# ---- block 1 ----
Fig. 1: block 1, metal 2
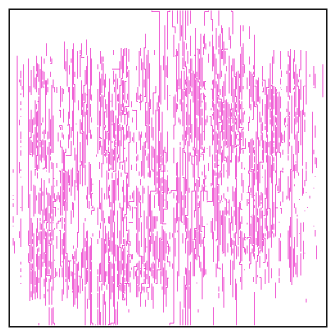

===== config.mk =====
export PLATFORM = sky130hd
export DESIGN_NAME = delay_scan_seq
export DESIGN_NICKNAME = d
export VERILOG_FILES = /design/src/rtl/delay_scan_seq.sv
export SDC_FILE = /design/constraint.sdc
export NUM_CORES = 1
export LEC_CHECK = 0
export CAP_MARGIN = 20
export CORE_MARGIN = 3
export CORE_UTILIZATION = 59
export DETAILED_ROUTE_END_ITERATION = 8
export GPL_TIMING_DRIVEN = 1
export PLACE_DENSITY = 0.93
export SETUP_SLACK_MARGIN = 0.02
export SLEW_MARGIN = 40
export SYNTH_ARGS = -nofsm -noshare
export SYNTH_HDL_FRONTEND = slang
export SYNTH_SLANG_ARGS = --single-unit

===== constraint.sdc =====
create_clock -name clk -period 7.4 [get_ports clk]
set_input_delay 1.48 -clock clk [delete_from_list [all_inputs] [get_ports clk]]
set_output_delay 1.48 -clock clk [all_outputs]
set_load 0.02 [all_outputs]

===== src/rtl/delay_scan_seq.sv =====
// Delay scan sequencer: steps the echo delay through a list of points,
// holding each for a number of SYNC periods. Updates land on SYNC rising
// edges so the pulse generator never sees a delay change mid-period.
//
// state | meaning
// ------+--------------------------------------------------------------
// IDLE  | passthrough of del_start, waiting for start
// ARM   | scan accepted, waiting for the first SYNC edge to open shot 0
// RUN   | each SYNC edge closes one shot; step delay at end of a point
module delay_scan_seq #(
    parameter int DW = 16,
    parameter int CW = 16
) (
    input  logic          clk,
    input  logic          rst_n,
    input  logic          start,
    input  logic          abort,
    input  logic [DW-1:0] del_start,
    input  logic [DW-1:0] del_step,
    input  logic [CW-1:0] n_points,
    input  logic [CW-1:0] shots,
    input  logic          sync_in,
    output logic [DW-1:0] del_out,
    output logic          busy,
    output logic [CW-1:0] point_idx,
    output logic          point_done,
    output logic          scan_done
);

    typedef enum logic [1:0] {
        IDLE = 2'd0,
        ARM  = 2'd1,
        RUN  = 2'd2
    } state_t;

    localparam logic [CW-1:0] ONE_C = CW'(1);
    localparam logic [DW-1:0] DMAX_C = {DW{1'b1}};

    state_t        state_q, state_d;
    logic          sync_q;
    logic [DW-1:0] del_cur_q, del_cur_d;
    logic [DW-1:0] del_out_q, del_out_d;
    logic [DW-1:0] step_q, step_d;
    logic [CW-1:0] pts_last_q, pts_last_d;
    logic [CW-1:0] shots_last_q, shots_last_d;
    logic [CW-1:0] shot_cnt_q, shot_cnt_d;
    logic [CW-1:0] point_idx_q, point_idx_d;
    logic          point_done_q, point_done_d;
    logic          scan_done_q, scan_done_d;

    logic                 sync_edge;
    logic signed [DW+1:0] sum_ext;
    logic [DW-1:0]        del_next;

    assign sync_edge = sync_in & ~sync_q;

    // Next delay point: signed add with two guard bits, clamped to [0, 2^DW-1]
    always_comb begin
        sum_ext = $signed({2'b00, del_cur_q}) + $signed({{2{step_q[DW-1]}}, step_q});
        if (sum_ext[DW+1]) begin
            del_next = '0;
        end else if (sum_ext[DW]) begin
            del_next = DMAX_C;
        end else begin
            del_next = sum_ext[DW-1:0];
        end
    end

    // Next-state and output logic
    always_comb begin
        state_d      = state_q;
        del_cur_d    = del_cur_q;
        del_out_d    = del_out_q;
        step_d       = step_q;
        pts_last_d   = pts_last_q;
        shots_last_d = shots_last_q;
        shot_cnt_d   = shot_cnt_q;
        point_idx_d  = point_idx_q;
        point_done_d = 1'b0;
        scan_done_d  = 1'b0;

        case (state_q)
            IDLE: begin
                del_out_d   = del_start;
                point_idx_d = '0;
                shot_cnt_d  = '0;
                // abort has priority over a simultaneous start
                if (start && !abort) begin
                    state_d      = ARM;
                    del_cur_d    = del_start;
                    step_d       = del_step;
                    pts_last_d   = (n_points == '0) ? '0 : n_points - ONE_C;
                    shots_last_d = (shots == '0) ? '0 : shots - ONE_C;
                end
            end
            ARM: begin
                if (abort) begin
                    state_d   = IDLE;
                    del_out_d = del_start;
                end else if (sync_edge) begin
                    state_d = RUN;
                end
            end
            RUN: begin
                if (abort) begin
                    state_d     = IDLE;
                    del_out_d   = del_start;
                    point_idx_d = '0;
                    shot_cnt_d  = '0;
                end else if (sync_edge) begin
                    if (shot_cnt_q != shots_last_q) begin
                        shot_cnt_d = shot_cnt_q + ONE_C;
                    end else if (point_idx_q != pts_last_q) begin
                        point_done_d = 1'b1;
                        point_idx_d  = point_idx_q + ONE_C;
                        shot_cnt_d   = '0;
                        del_cur_d    = del_next;
                        del_out_d    = del_next;
                    end else begin
                        point_done_d = 1'b1;
                        scan_done_d  = 1'b1;
                        state_d      = IDLE;
                        del_out_d    = del_start;
                        point_idx_d  = '0;
                        shot_cnt_d   = '0;
                    end
                end
            end
            default: begin
                state_d   = IDLE;
                del_out_d = del_start;
            end
        endcase
    end

    // State and datapath registers
    always_ff @(posedge clk or negedge rst_n) begin
        if (!rst_n) begin
            state_q      <= IDLE;
            sync_q       <= 1'b0;
            del_cur_q    <= '0;
            del_out_q    <= '0;
            step_q       <= '0;
            pts_last_q   <= '0;
            shots_last_q <= '0;
            shot_cnt_q   <= '0;
            point_idx_q  <= '0;
            point_done_q <= 1'b0;
            scan_done_q  <= 1'b0;
        end else begin
            state_q      <= state_d;
            sync_q       <= sync_in;
            del_cur_q    <= del_cur_d;
            del_out_q    <= del_out_d;
            step_q       <= step_d;
            pts_last_q   <= pts_last_d;
            shots_last_q <= shots_last_d;
            shot_cnt_q   <= shot_cnt_d;
            point_idx_q  <= point_idx_d;
            point_done_q <= point_done_d;
            scan_done_q  <= scan_done_d;
        end
    end

    assign del_out    = del_out_q;
    assign busy       = (state_q != IDLE);
    assign point_idx  = point_idx_q;
    assign point_done = point_done_q;
    assign scan_done  = scan_done_q;

endmodule


# ---- block 2 ----
## src/rtl/pipelined_subtractor32_pkg.sv

```systemverilog
// Shared arithmetic definitions for the pipelined subtractor datapath.
// Holds the slice width, the default slice count and the signed-overflow rule.
package pipelined_subtractor32_pkg;

    localparam int SLICE_W    = 8;
    localparam int SLICES_DEF = 4;

    // Two's-complement overflow of A - B: operand signs differ and result sign left A's sign.
    function automatic logic sub_ovf(input logic a_msb, input logic b_msb, input logic d_msb);
        return (a_msb ^ b_msb) & (d_msb ^ a_msb);
    endfunction

endpackage

```

## src/rtl/pipelined_subtractor32_sub8_slice.sv

```systemverilog
// Combinational 8-bit Kogge-Stone subtract slice: d = a - b - bin, bout = borrow out.
// Subtraction is done as a + ~b + ~bin with prefix levels at distances 1, 2 and 4.
module pipelined_subtractor32_sub8_slice
    import pipelined_subtractor32_pkg::*;
(
    input  logic [SLICE_W-1:0] a,
    input  logic [SLICE_W-1:0] b,
    input  logic               bin,
    output logic [SLICE_W-1:0] d,
    output logic               bout
);

    logic [SLICE_W-1:0] w_y;
    logic               w_cin;
    logic [SLICE_W-1:0] w_g0, w_p0;
    logic [SLICE_W-1:0] w_g1, w_p1;
    logic [SLICE_W-1:0] w_g2, w_p2;
    logic [SLICE_W-1:0] w_g4, w_p4;
    logic [SLICE_W-1:0] w_c;

    assign w_y   = ~b;
    assign w_cin = ~bin;
    assign w_g0  = a & w_y;
    assign w_p0  = a ^ w_y;

    // After the distance-4 level, w_g4[i]/w_p4[i] span bits i..0.
    assign w_g1 = w_g0 | (w_p0 & {w_g0[SLICE_W-2:0], 1'b0});
    assign w_p1 = w_p0 & {w_p0[SLICE_W-2:0], 1'b1};
    assign w_g2 = w_g1 | (w_p1 & {w_g1[SLICE_W-3:0], 2'b00});
    assign w_p2 = w_p1 & {w_p1[SLICE_W-3:0], 2'b11};
    assign w_g4 = w_g2 | (w_p2 & {w_g2[SLICE_W-5:0], 4'b0000});
    assign w_p4 = w_p2 & {w_p2[SLICE_W-5:0], 4'b1111};

    assign w_c  = {w_g4[SLICE_W-2:0] | (w_p4[SLICE_W-2:0] & {(SLICE_W-1){w_cin}}), w_cin};
    assign d    = w_p0 ^ w_c;
    assign bout = ~(w_g4[SLICE_W-1] | (w_p4[SLICE_W-1] & w_cin));

endmodule

```

## src/rtl/pipelined_subtractor32.sv

```systemverilog
// Pipelined W-bit subtractor, one 8-bit slice per stage, borrow registered between stages.
// Valid/ready on both sides with a combinational ready chain so bubbles compress.
module pipelined_subtractor32
    import pipelined_subtractor32_pkg::*;
#(
    parameter int SLICES = SLICES_DEF
)(
    input  logic                      clk,
    input  logic                      rst_n,
    input  logic                      in_valid,
    output logic                      in_ready,
    input  logic [SLICE_W*SLICES-1:0] in_a,
    input  logic [SLICE_W*SLICES-1:0] in_b,
    input  logic                      in_borrow,
    output logic                      out_valid,
    input  logic                      out_ready,
    output logic [SLICE_W*SLICES-1:0] out_diff,
    output logic                      out_borrow,
    output logic                      out_ovf,
    output logic                      out_zero
);

    localparam int W = SLICE_W * SLICES;

    logic [W-1:0]       r_a [SLICES];
    logic [W-1:0]       r_b [SLICES];
    logic [W-1:0]       r_d [SLICES];
    logic [SLICES-1:0]  r_v;
    logic [SLICES-1:0]  r_bo;
    logic               r_ovf;
    logic               r_zero;

    logic [W-1:0]       w_ua [SLICES];
    logic [W-1:0]       w_ub [SLICES];
    logic [W-1:0]       w_ud [SLICES];
    logic [W-1:0]       w_nd [SLICES];
    logic [SLICES-1:0]  w_uv;
    logic [SLICES-1:0]  w_ubin;
    logic [SLICES-1:0]  w_sbo;
    logic [SLICES-1:0]  w_rdy;
    logic [SLICE_W-1:0] w_sa [SLICES];
    logic [SLICE_W-1:0] w_sb [SLICES];
    logic [SLICE_W-1:0] w_sd [SLICES];

    // Ready chain from the output back to stage 0; a stage is free if empty or its successor moves.
    always_comb begin
        logic w_down;
        w_rdy  = {SLICES{1'b0}};
        w_down = out_ready;
        for (int k = SLICES - 1; k >= 0; k--) begin
            w_rdy[k] = ~r_v[k] | w_down;
            w_down   = w_rdy[k];
        end
    end

    // Upstream view of each stage: the input port for stage 0, the previous stage otherwise.
    always_comb begin
        w_ua[0]   = in_a;
        w_ub[0]   = in_b;
        w_ud[0]   = {W{1'b0}};
        w_ubin[0] = in_borrow;
        w_uv[0]   = in_valid;
        for (int k = 1; k < SLICES; k++) begin
            w_ua[k]   = r_a[k-1];
            w_ub[k]   = r_b[k-1];
            w_ud[k]   = r_d[k-1];
            w_ubin[k] = r_bo[k-1];
            w_uv[k]   = r_v[k-1];
        end
        for (int k = 0; k < SLICES; k++) begin
            w_sa[k] = w_ua[k][k*SLICE_W +: SLICE_W];
            w_sb[k] = w_ub[k][k*SLICE_W +: SLICE_W];
        end
    end

    genvar g;
    for (g = 0; g < SLICES; g++) begin : g_slice
        pipelined_subtractor32_sub8_slice u_slice (
            .a    (w_sa[g]),
            .b    (w_sb[g]),
            .bin  (w_ubin[g]),
            .d    (w_sd[g]),
            .bout (w_sbo[g])
        );
    end

    // Merge each stage's freshly computed byte into the partial result it inherits.
    always_comb begin
        for (int k = 0; k < SLICES; k++) begin
            w_nd[k] = w_ud[k];
            w_nd[k][k*SLICE_W +: SLICE_W] = w_sd[k];
        end
    end

    // Stage registers: load on ready (bubbles included), hold otherwise; flags formed entering the last stage.
    always_ff @(posedge clk) begin
        if (!rst_n) begin
            r_v    <= {SLICES{1'b0}};
            r_bo   <= {SLICES{1'b0}};
            r_ovf  <= 1'b0;
            r_zero <= 1'b0;
            for (int k = 0; k < SLICES; k++) begin
                r_a[k] <= {W{1'b0}};
                r_b[k] <= {W{1'b0}};
                r_d[k] <= {W{1'b0}};
            end
        end else begin
            for (int k = 0; k < SLICES; k++) begin
                if (w_rdy[k]) begin
                    r_v[k]  <= w_uv[k];
                    r_a[k]  <= w_ua[k];
                    r_b[k]  <= w_ub[k];
                    r_d[k]  <= w_nd[k];
                    r_bo[k] <= w_sbo[k];
                end
            end
            if (w_rdy[SLICES-1]) begin
                r_ovf  <= sub_ovf(w_ua[SLICES-1][W-1], w_ub[SLICES-1][W-1], w_nd[SLICES-1][W-1]);
                r_zero <= (w_nd[SLICES-1] == {W{1'b0}});
            end
        end
    end

    assign in_ready   = w_rdy[0];
    assign out_valid  = r_v[SLICES-1];
    assign out_diff   = r_d[SLICES-1];
    assign out_borrow = r_bo[SLICES-1];
    assign out_ovf    = r_ovf;
    assign out_zero   = r_zero;

endmodule

```

## config.mk

```make
export PLATFORM = sky130hd
export DESIGN_NAME = pipelined_subtractor32
export DESIGN_NICKNAME = d
export VERILOG_FILES = /design/src/rtl/pipelined_subtractor32_pkg.sv /design/src/rtl/pipelined_subtractor32_sub8_slice.sv /design/src/rtl/pipelined_subtractor32.sv
export SDC_FILE = /design/constraint.sdc
export NUM_CORES = 1
export LEC_CHECK = 0
export ABC_AREA = 1
export CORE_MARGIN = 2
export CORE_UTILIZATION = 35
export CTS_BUF_LIST = sky130_fd_sc_hd__clkbuf_16
export DETAILED_ROUTE_END_ITERATION = 8
export GPL_TIMING_DRIVEN = 0
export MAX_ROUTING_LAYER = met4
export PLACE_DENSITY_LB_ADDON = 0.12
export SLEW_MARGIN = 10
export SYNTH_ARGS = -nofsm -noshare
export SYNTH_HDL_FRONTEND = slang
export SYNTH_SLANG_ARGS = --single-unit
```

## constraint.sdc

```tcl
create_clock -name clk -period 2.56 [get_ports clk]
set_clock_uncertainty 0.05 [all_clocks]
set_input_delay 0.256 -clock clk [delete_from_list [all_inputs] [get_ports clk]]
set_output_delay 0.256 -clock clk [all_outputs]
set_load 0.01 [all_outputs]
```

Fig. 2: block 1, the metal 3 layer
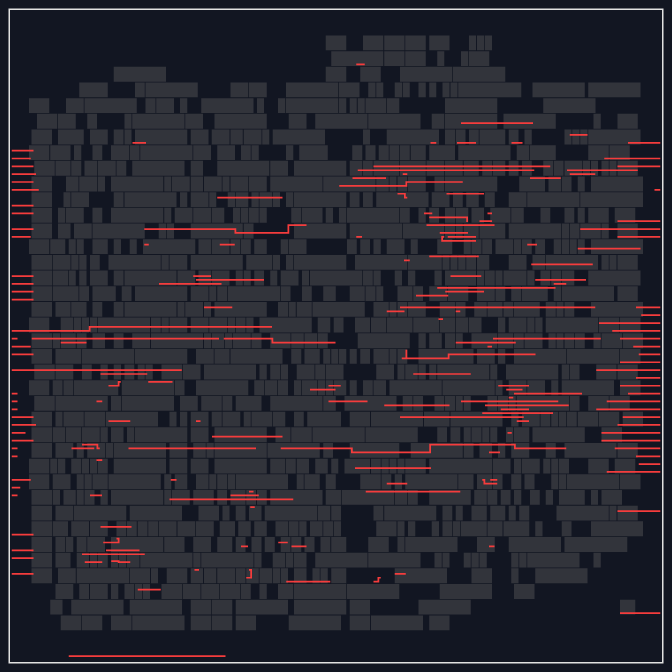
wire length on this layer: 1,240 um
longest straight run: 33.6 um
share of all routed wire: 6.9%
main direction: horizontal
vias after detailed routing: 6,228
total length of routed wires: 17,870 um
GR met3 Demand/Resource: 6.738%

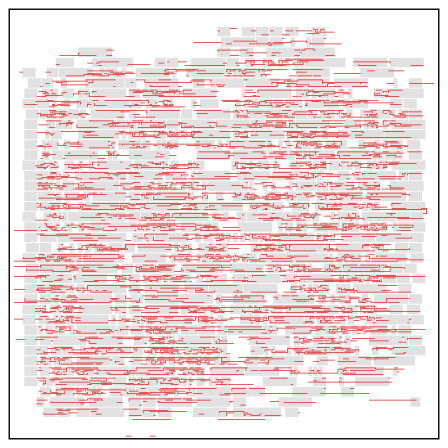
Fig. 3. M1 wires (block 1).
main direction: horizontal
nets with wire on the layer: 864
wire length on this layer: 7,010 um
longest straight run: 39.6 um
share of all routed wire: 39%
GR Util met1: 34.59%

Notes on Fig. 1 above:
main direction: vertical
share of all routed wire: 51%
wire length on this layer: 9,150 um
met2 global-route usage: 50.91%

==> results.json, block 1 <==
{
  "status": "completed",
  "p_sw_w": 0.0006820,
  "intPower_w": 0.001553,
  "max-vdd-ir-drop_mv": 0.2096,
  "hpwl_um": 11910,
  "seq_power_share_pct": 35.2,
  "hold_start": "step_q[2]",
  "viasPerCell": 6.058,
  "ys_chip_area_mm2": 0.006774,
  "hold_buffers": 0,
  "syn2layout_area_growth_pct": 26.04,
  "timing.hold.ws_ns": 0.4941,
  "startpoint": "abort",
  "fp_nets": 873,
  "ctsResizeCount": 0,
  "nNonClkInverters": 18,
  "top_cell_area_share_pct": 43.22
}
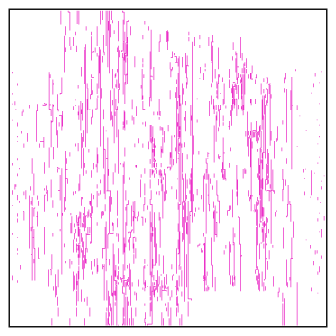
Fig. 4. Metal 2 (block 2).
wire length on this layer: 6,440 um
share of all routed wire: 43%
total length of routed wires: 15,000 um
met2 global-route usage: 18.83%
vias after detailed routing: 5,259

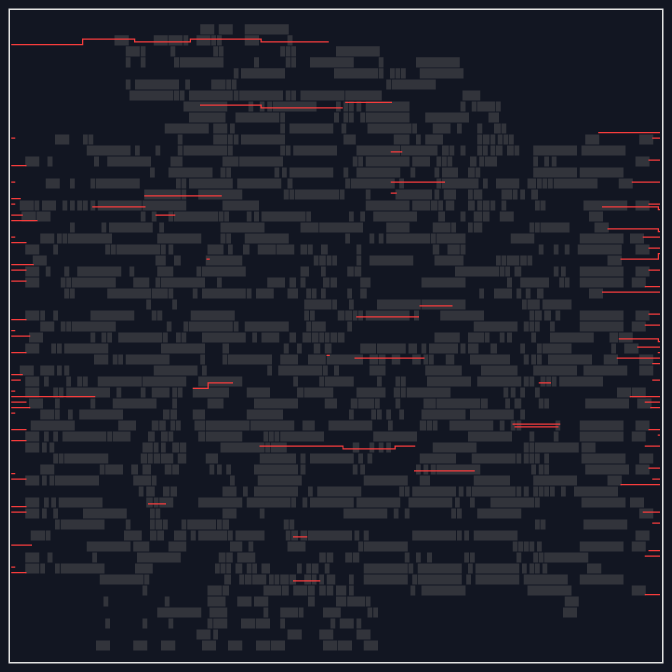
Fig. 5. The metal 3 layer (block 2).
nets with wire on the layer: 79
share of all routed wire: 4.1%
GR met3 Demand/Resource: 3.364%

==> results.json, block 2 <==
{
  "worst-path-buf-inv": 4,
  "fp_nets": 945,
  "setup_viol": 0,
  "wl_met1_um": 7783,
  "dr.pass1.iters": 4,
  "track_usage_pct": 12.78,
  "postSynthSeqShare_pct": 63.41,
  "wl_met3_um": 608,
  "finalNonFillerCells": 1301,
  "seq_power_share_pct": 51.5,
  "viasPerCell": 4.042,
  "synthCells": 840,
  "fin_util_pct": 44.10,
  "final_nets": 1069,
  "xor_share_pct": 0.9835,
  "rsz0062_at_grt": "no",
  "nNonClkInverters": 221,
  "status": "completed"
}

# ---- block 3 ----
Fig. 6: block 3, M1 wires
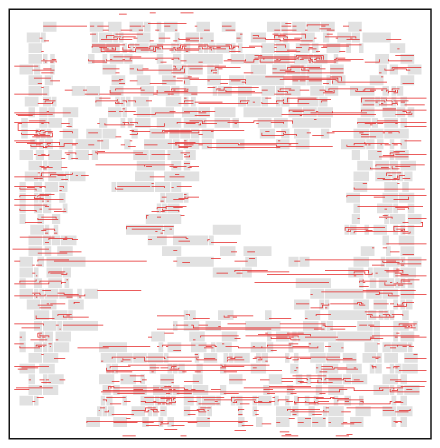
Fig. 7: block 3, metal 2
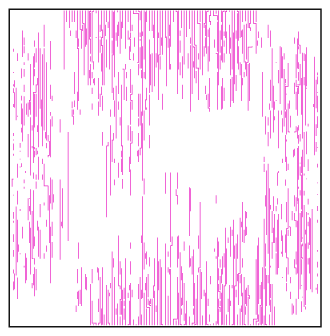
### src/rtl/jedro_1_mem_arbiter.sv
// jedro_1_mem_arbiter: shares one 1-cycle-latency RAM between fetch and load/store.
// JEDRO_1_ARB_RR_EN selects strict round-robin instead of LSU priority with a streak limit.
module jedro_1_mem_arbiter #(
  parameter int DATA_WIDTH     = 32,
  parameter int ADDR_WIDTH     = 32,
  parameter int MAX_LSU_STREAK = 4
) (
  input  logic                    clk_i,
  input  logic                    rstn_i,
  input  logic                    ifu_req_i,
  input  logic [ADDR_WIDTH-1:0]   ifu_addr_i,
  output logic                    ifu_gnt_o,
  output logic                    ifu_rvalid_o,
  output logic [DATA_WIDTH-1:0]   ifu_rdata_o,
  input  logic                    lsu_req_i,
  input  logic                    lsu_we_i,
  input  logic [DATA_WIDTH/8-1:0] lsu_be_i,
  input  logic [ADDR_WIDTH-1:0]   lsu_addr_i,
  input  logic [DATA_WIDTH-1:0]   lsu_wdata_i,
  output logic                    lsu_gnt_o,
  output logic                    lsu_rvalid_o,
  output logic [DATA_WIDTH-1:0]   lsu_rdata_o,
  output logic                    ram_en_o,
  output logic [DATA_WIDTH/8-1:0] ram_we_o,
  output logic [ADDR_WIDTH-1:0]   ram_addr_o,
  output logic [DATA_WIDTH-1:0]   ram_wdata_o,
  input  logic [DATA_WIDTH-1:0]   ram_rdata_i
);
  typedef enum logic [1:0] {OWN_IDLE, OWN_IFU, OWN_LSU} owner_e;
  owner_e owner_q, owner_d;
  logic   ifu_win, lsu_win;
`ifdef JEDRO_1_ARB_RR_EN
  // Starts at 1 so the LSU wins the first contended cycle after reset.
  logic last_ifu_q, last_ifu_d;
  always_comb begin
    lsu_win    = lsu_req_i && (!ifu_req_i || last_ifu_q);
    ifu_win    = ifu_req_i && !lsu_win;
    last_ifu_d = lsu_win ? 1'b0 : ifu_win ? 1'b1 : last_ifu_q;
  end
  always_ff @(posedge clk_i or negedge rstn_i) begin
    if (!rstn_i) last_ifu_q <= 1'b1;
    else         last_ifu_q <= last_ifu_d;
  end
`else
  logic [3:0] streak_q, streak_d;
  logic       under_lim;
  always_comb begin
    under_lim = streak_q < 4'(MAX_LSU_STREAK);
    lsu_win   = lsu_req_i && (under_lim || !ifu_req_i);
    ifu_win   = ifu_req_i && !lsu_win;
    streak_d  = (!ifu_req_i || ifu_win) ? 4'd0 :
                (lsu_win && under_lim)  ? streak_q + 4'd1 : streak_q;
  end
  always_ff @(posedge clk_i or negedge rstn_i) begin
    if (!rstn_i) streak_q <= 4'd0;
    else         streak_q <= streak_d;
  end
`endif
  always_comb begin
    ifu_gnt_o    = ifu_win;
    lsu_gnt_o    = lsu_win;
    ram_en_o     = ifu_win || lsu_win;
    ram_addr_o   = lsu_win ? lsu_addr_i : ifu_win ? ifu_addr_i : '0;
    ram_wdata_o  = lsu_win ? lsu_wdata_i : '0;
    ram_we_o     = (lsu_win && lsu_we_i) ? lsu_be_i : '0;
    owner_d      = lsu_win ? OWN_LSU : ifu_win ? OWN_IFU : OWN_IDLE;
    ifu_rvalid_o = owner_q == OWN_IFU;
    lsu_rvalid_o = owner_q == OWN_LSU;
    ifu_rdata_o  = ifu_rvalid_o ? ram_rdata_i : '0;
    lsu_rdata_o  = lsu_rvalid_o ? ram_rdata_i : '0;
  end
  always_ff @(posedge clk_i or negedge rstn_i) begin
    if (!rstn_i) owner_q <= OWN_IDLE;
    else         owner_q <= owner_d;
  end
endmodule

### config.mk
export PLATFORM = sky130hd
export DESIGN_NAME = jedro_1_mem_arbiter
export DESIGN_NICKNAME = d
export VERILOG_FILES = /design/src/rtl/jedro_1_mem_arbiter.sv
export SDC_FILE = /design/constraint.sdc
export NUM_CORES = 1
export LEC_CHECK = 0
export ABC_AREA = 1
export CAP_MARGIN = 20
export CORE_AREA = 2 2 105 107
export DETAILED_ROUTE_END_ITERATION = 16
export DIE_AREA = 0 0 107 109
export PLACE_DENSITY = 0.56
export SETUP_SLACK_MARGIN = 0.1
export SLEW_MARGIN = 20
export SYNTH_ARGS = -nofsm -noshare
export SYNTH_HDL_FRONTEND = slang
export SYNTH_SLANG_ARGS = --single-unit
### constraint.sdc
create_clock -name clk_i -period 1.6 [get_ports clk_i]
set_clock_uncertainty 0.1 [all_clocks]
set_input_delay 0.16 -clock clk_i [delete_from_list [all_inputs] [get_ports clk_i]]
set_output_delay 0.16 -clock clk_i [all_outputs]
set_load 0.01 [all_outputs]
==> results.json <==
{
  "nClkBuffers": 3,
  "violations": "negative setup slack",
  "hold_viol": 0,
  "largest_register_ffs": 4,
  "seq-cell-share_pct": 2.984,
  "hp-class": "input port to async pin",
  "status": "finished with violations",
  "pwr-share-clk_pct": 12.2,
  "setup_viol": 79,
  "fin_ws_ns": -0.1330,
  "largest_cell_class": "buffers",
  "power-top-group": "combinational logic",
  "ys.flops": 6,
  "top_cells_by_area": "nor2_1 (27%), inv_1 (19%), nand2_1 (15%)",
  "cp_common_cell": "buf_12"
}
About Fig. 6:
wire length on this layer: 3,890 um
nets with wire on the layer: 635
main direction: horizontal
GR Util met1: 17.14%
vias after detailed routing: 2,977
total length of routed wires: 10,490 um

About Fig. 7:
wire length on this layer: 5,810 um
share of all routed wire: 55%
main direction: vertical
longest straight run: 40.3 um
met2 global-route usage: 29.62%



==> notes/layouts.md <==
Pictures saved along the way, in no particular order.

Congestion heat map.
panel A
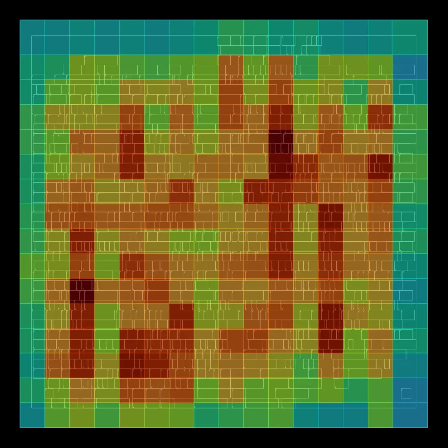
panel B
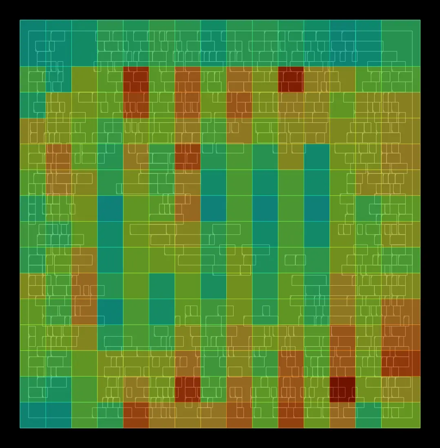
panel C
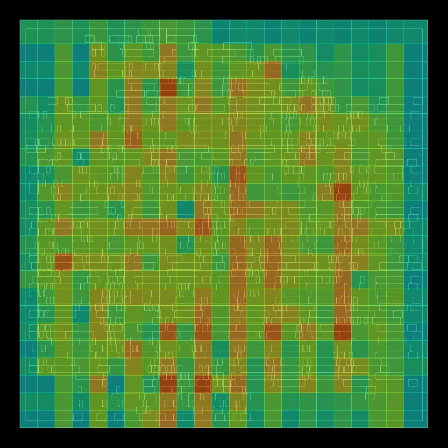
block 1: panel A
block 3: panel B
block 2: panel C
- most wire per cell: panel A

Power is estimated from default activity; no workload was simulated.
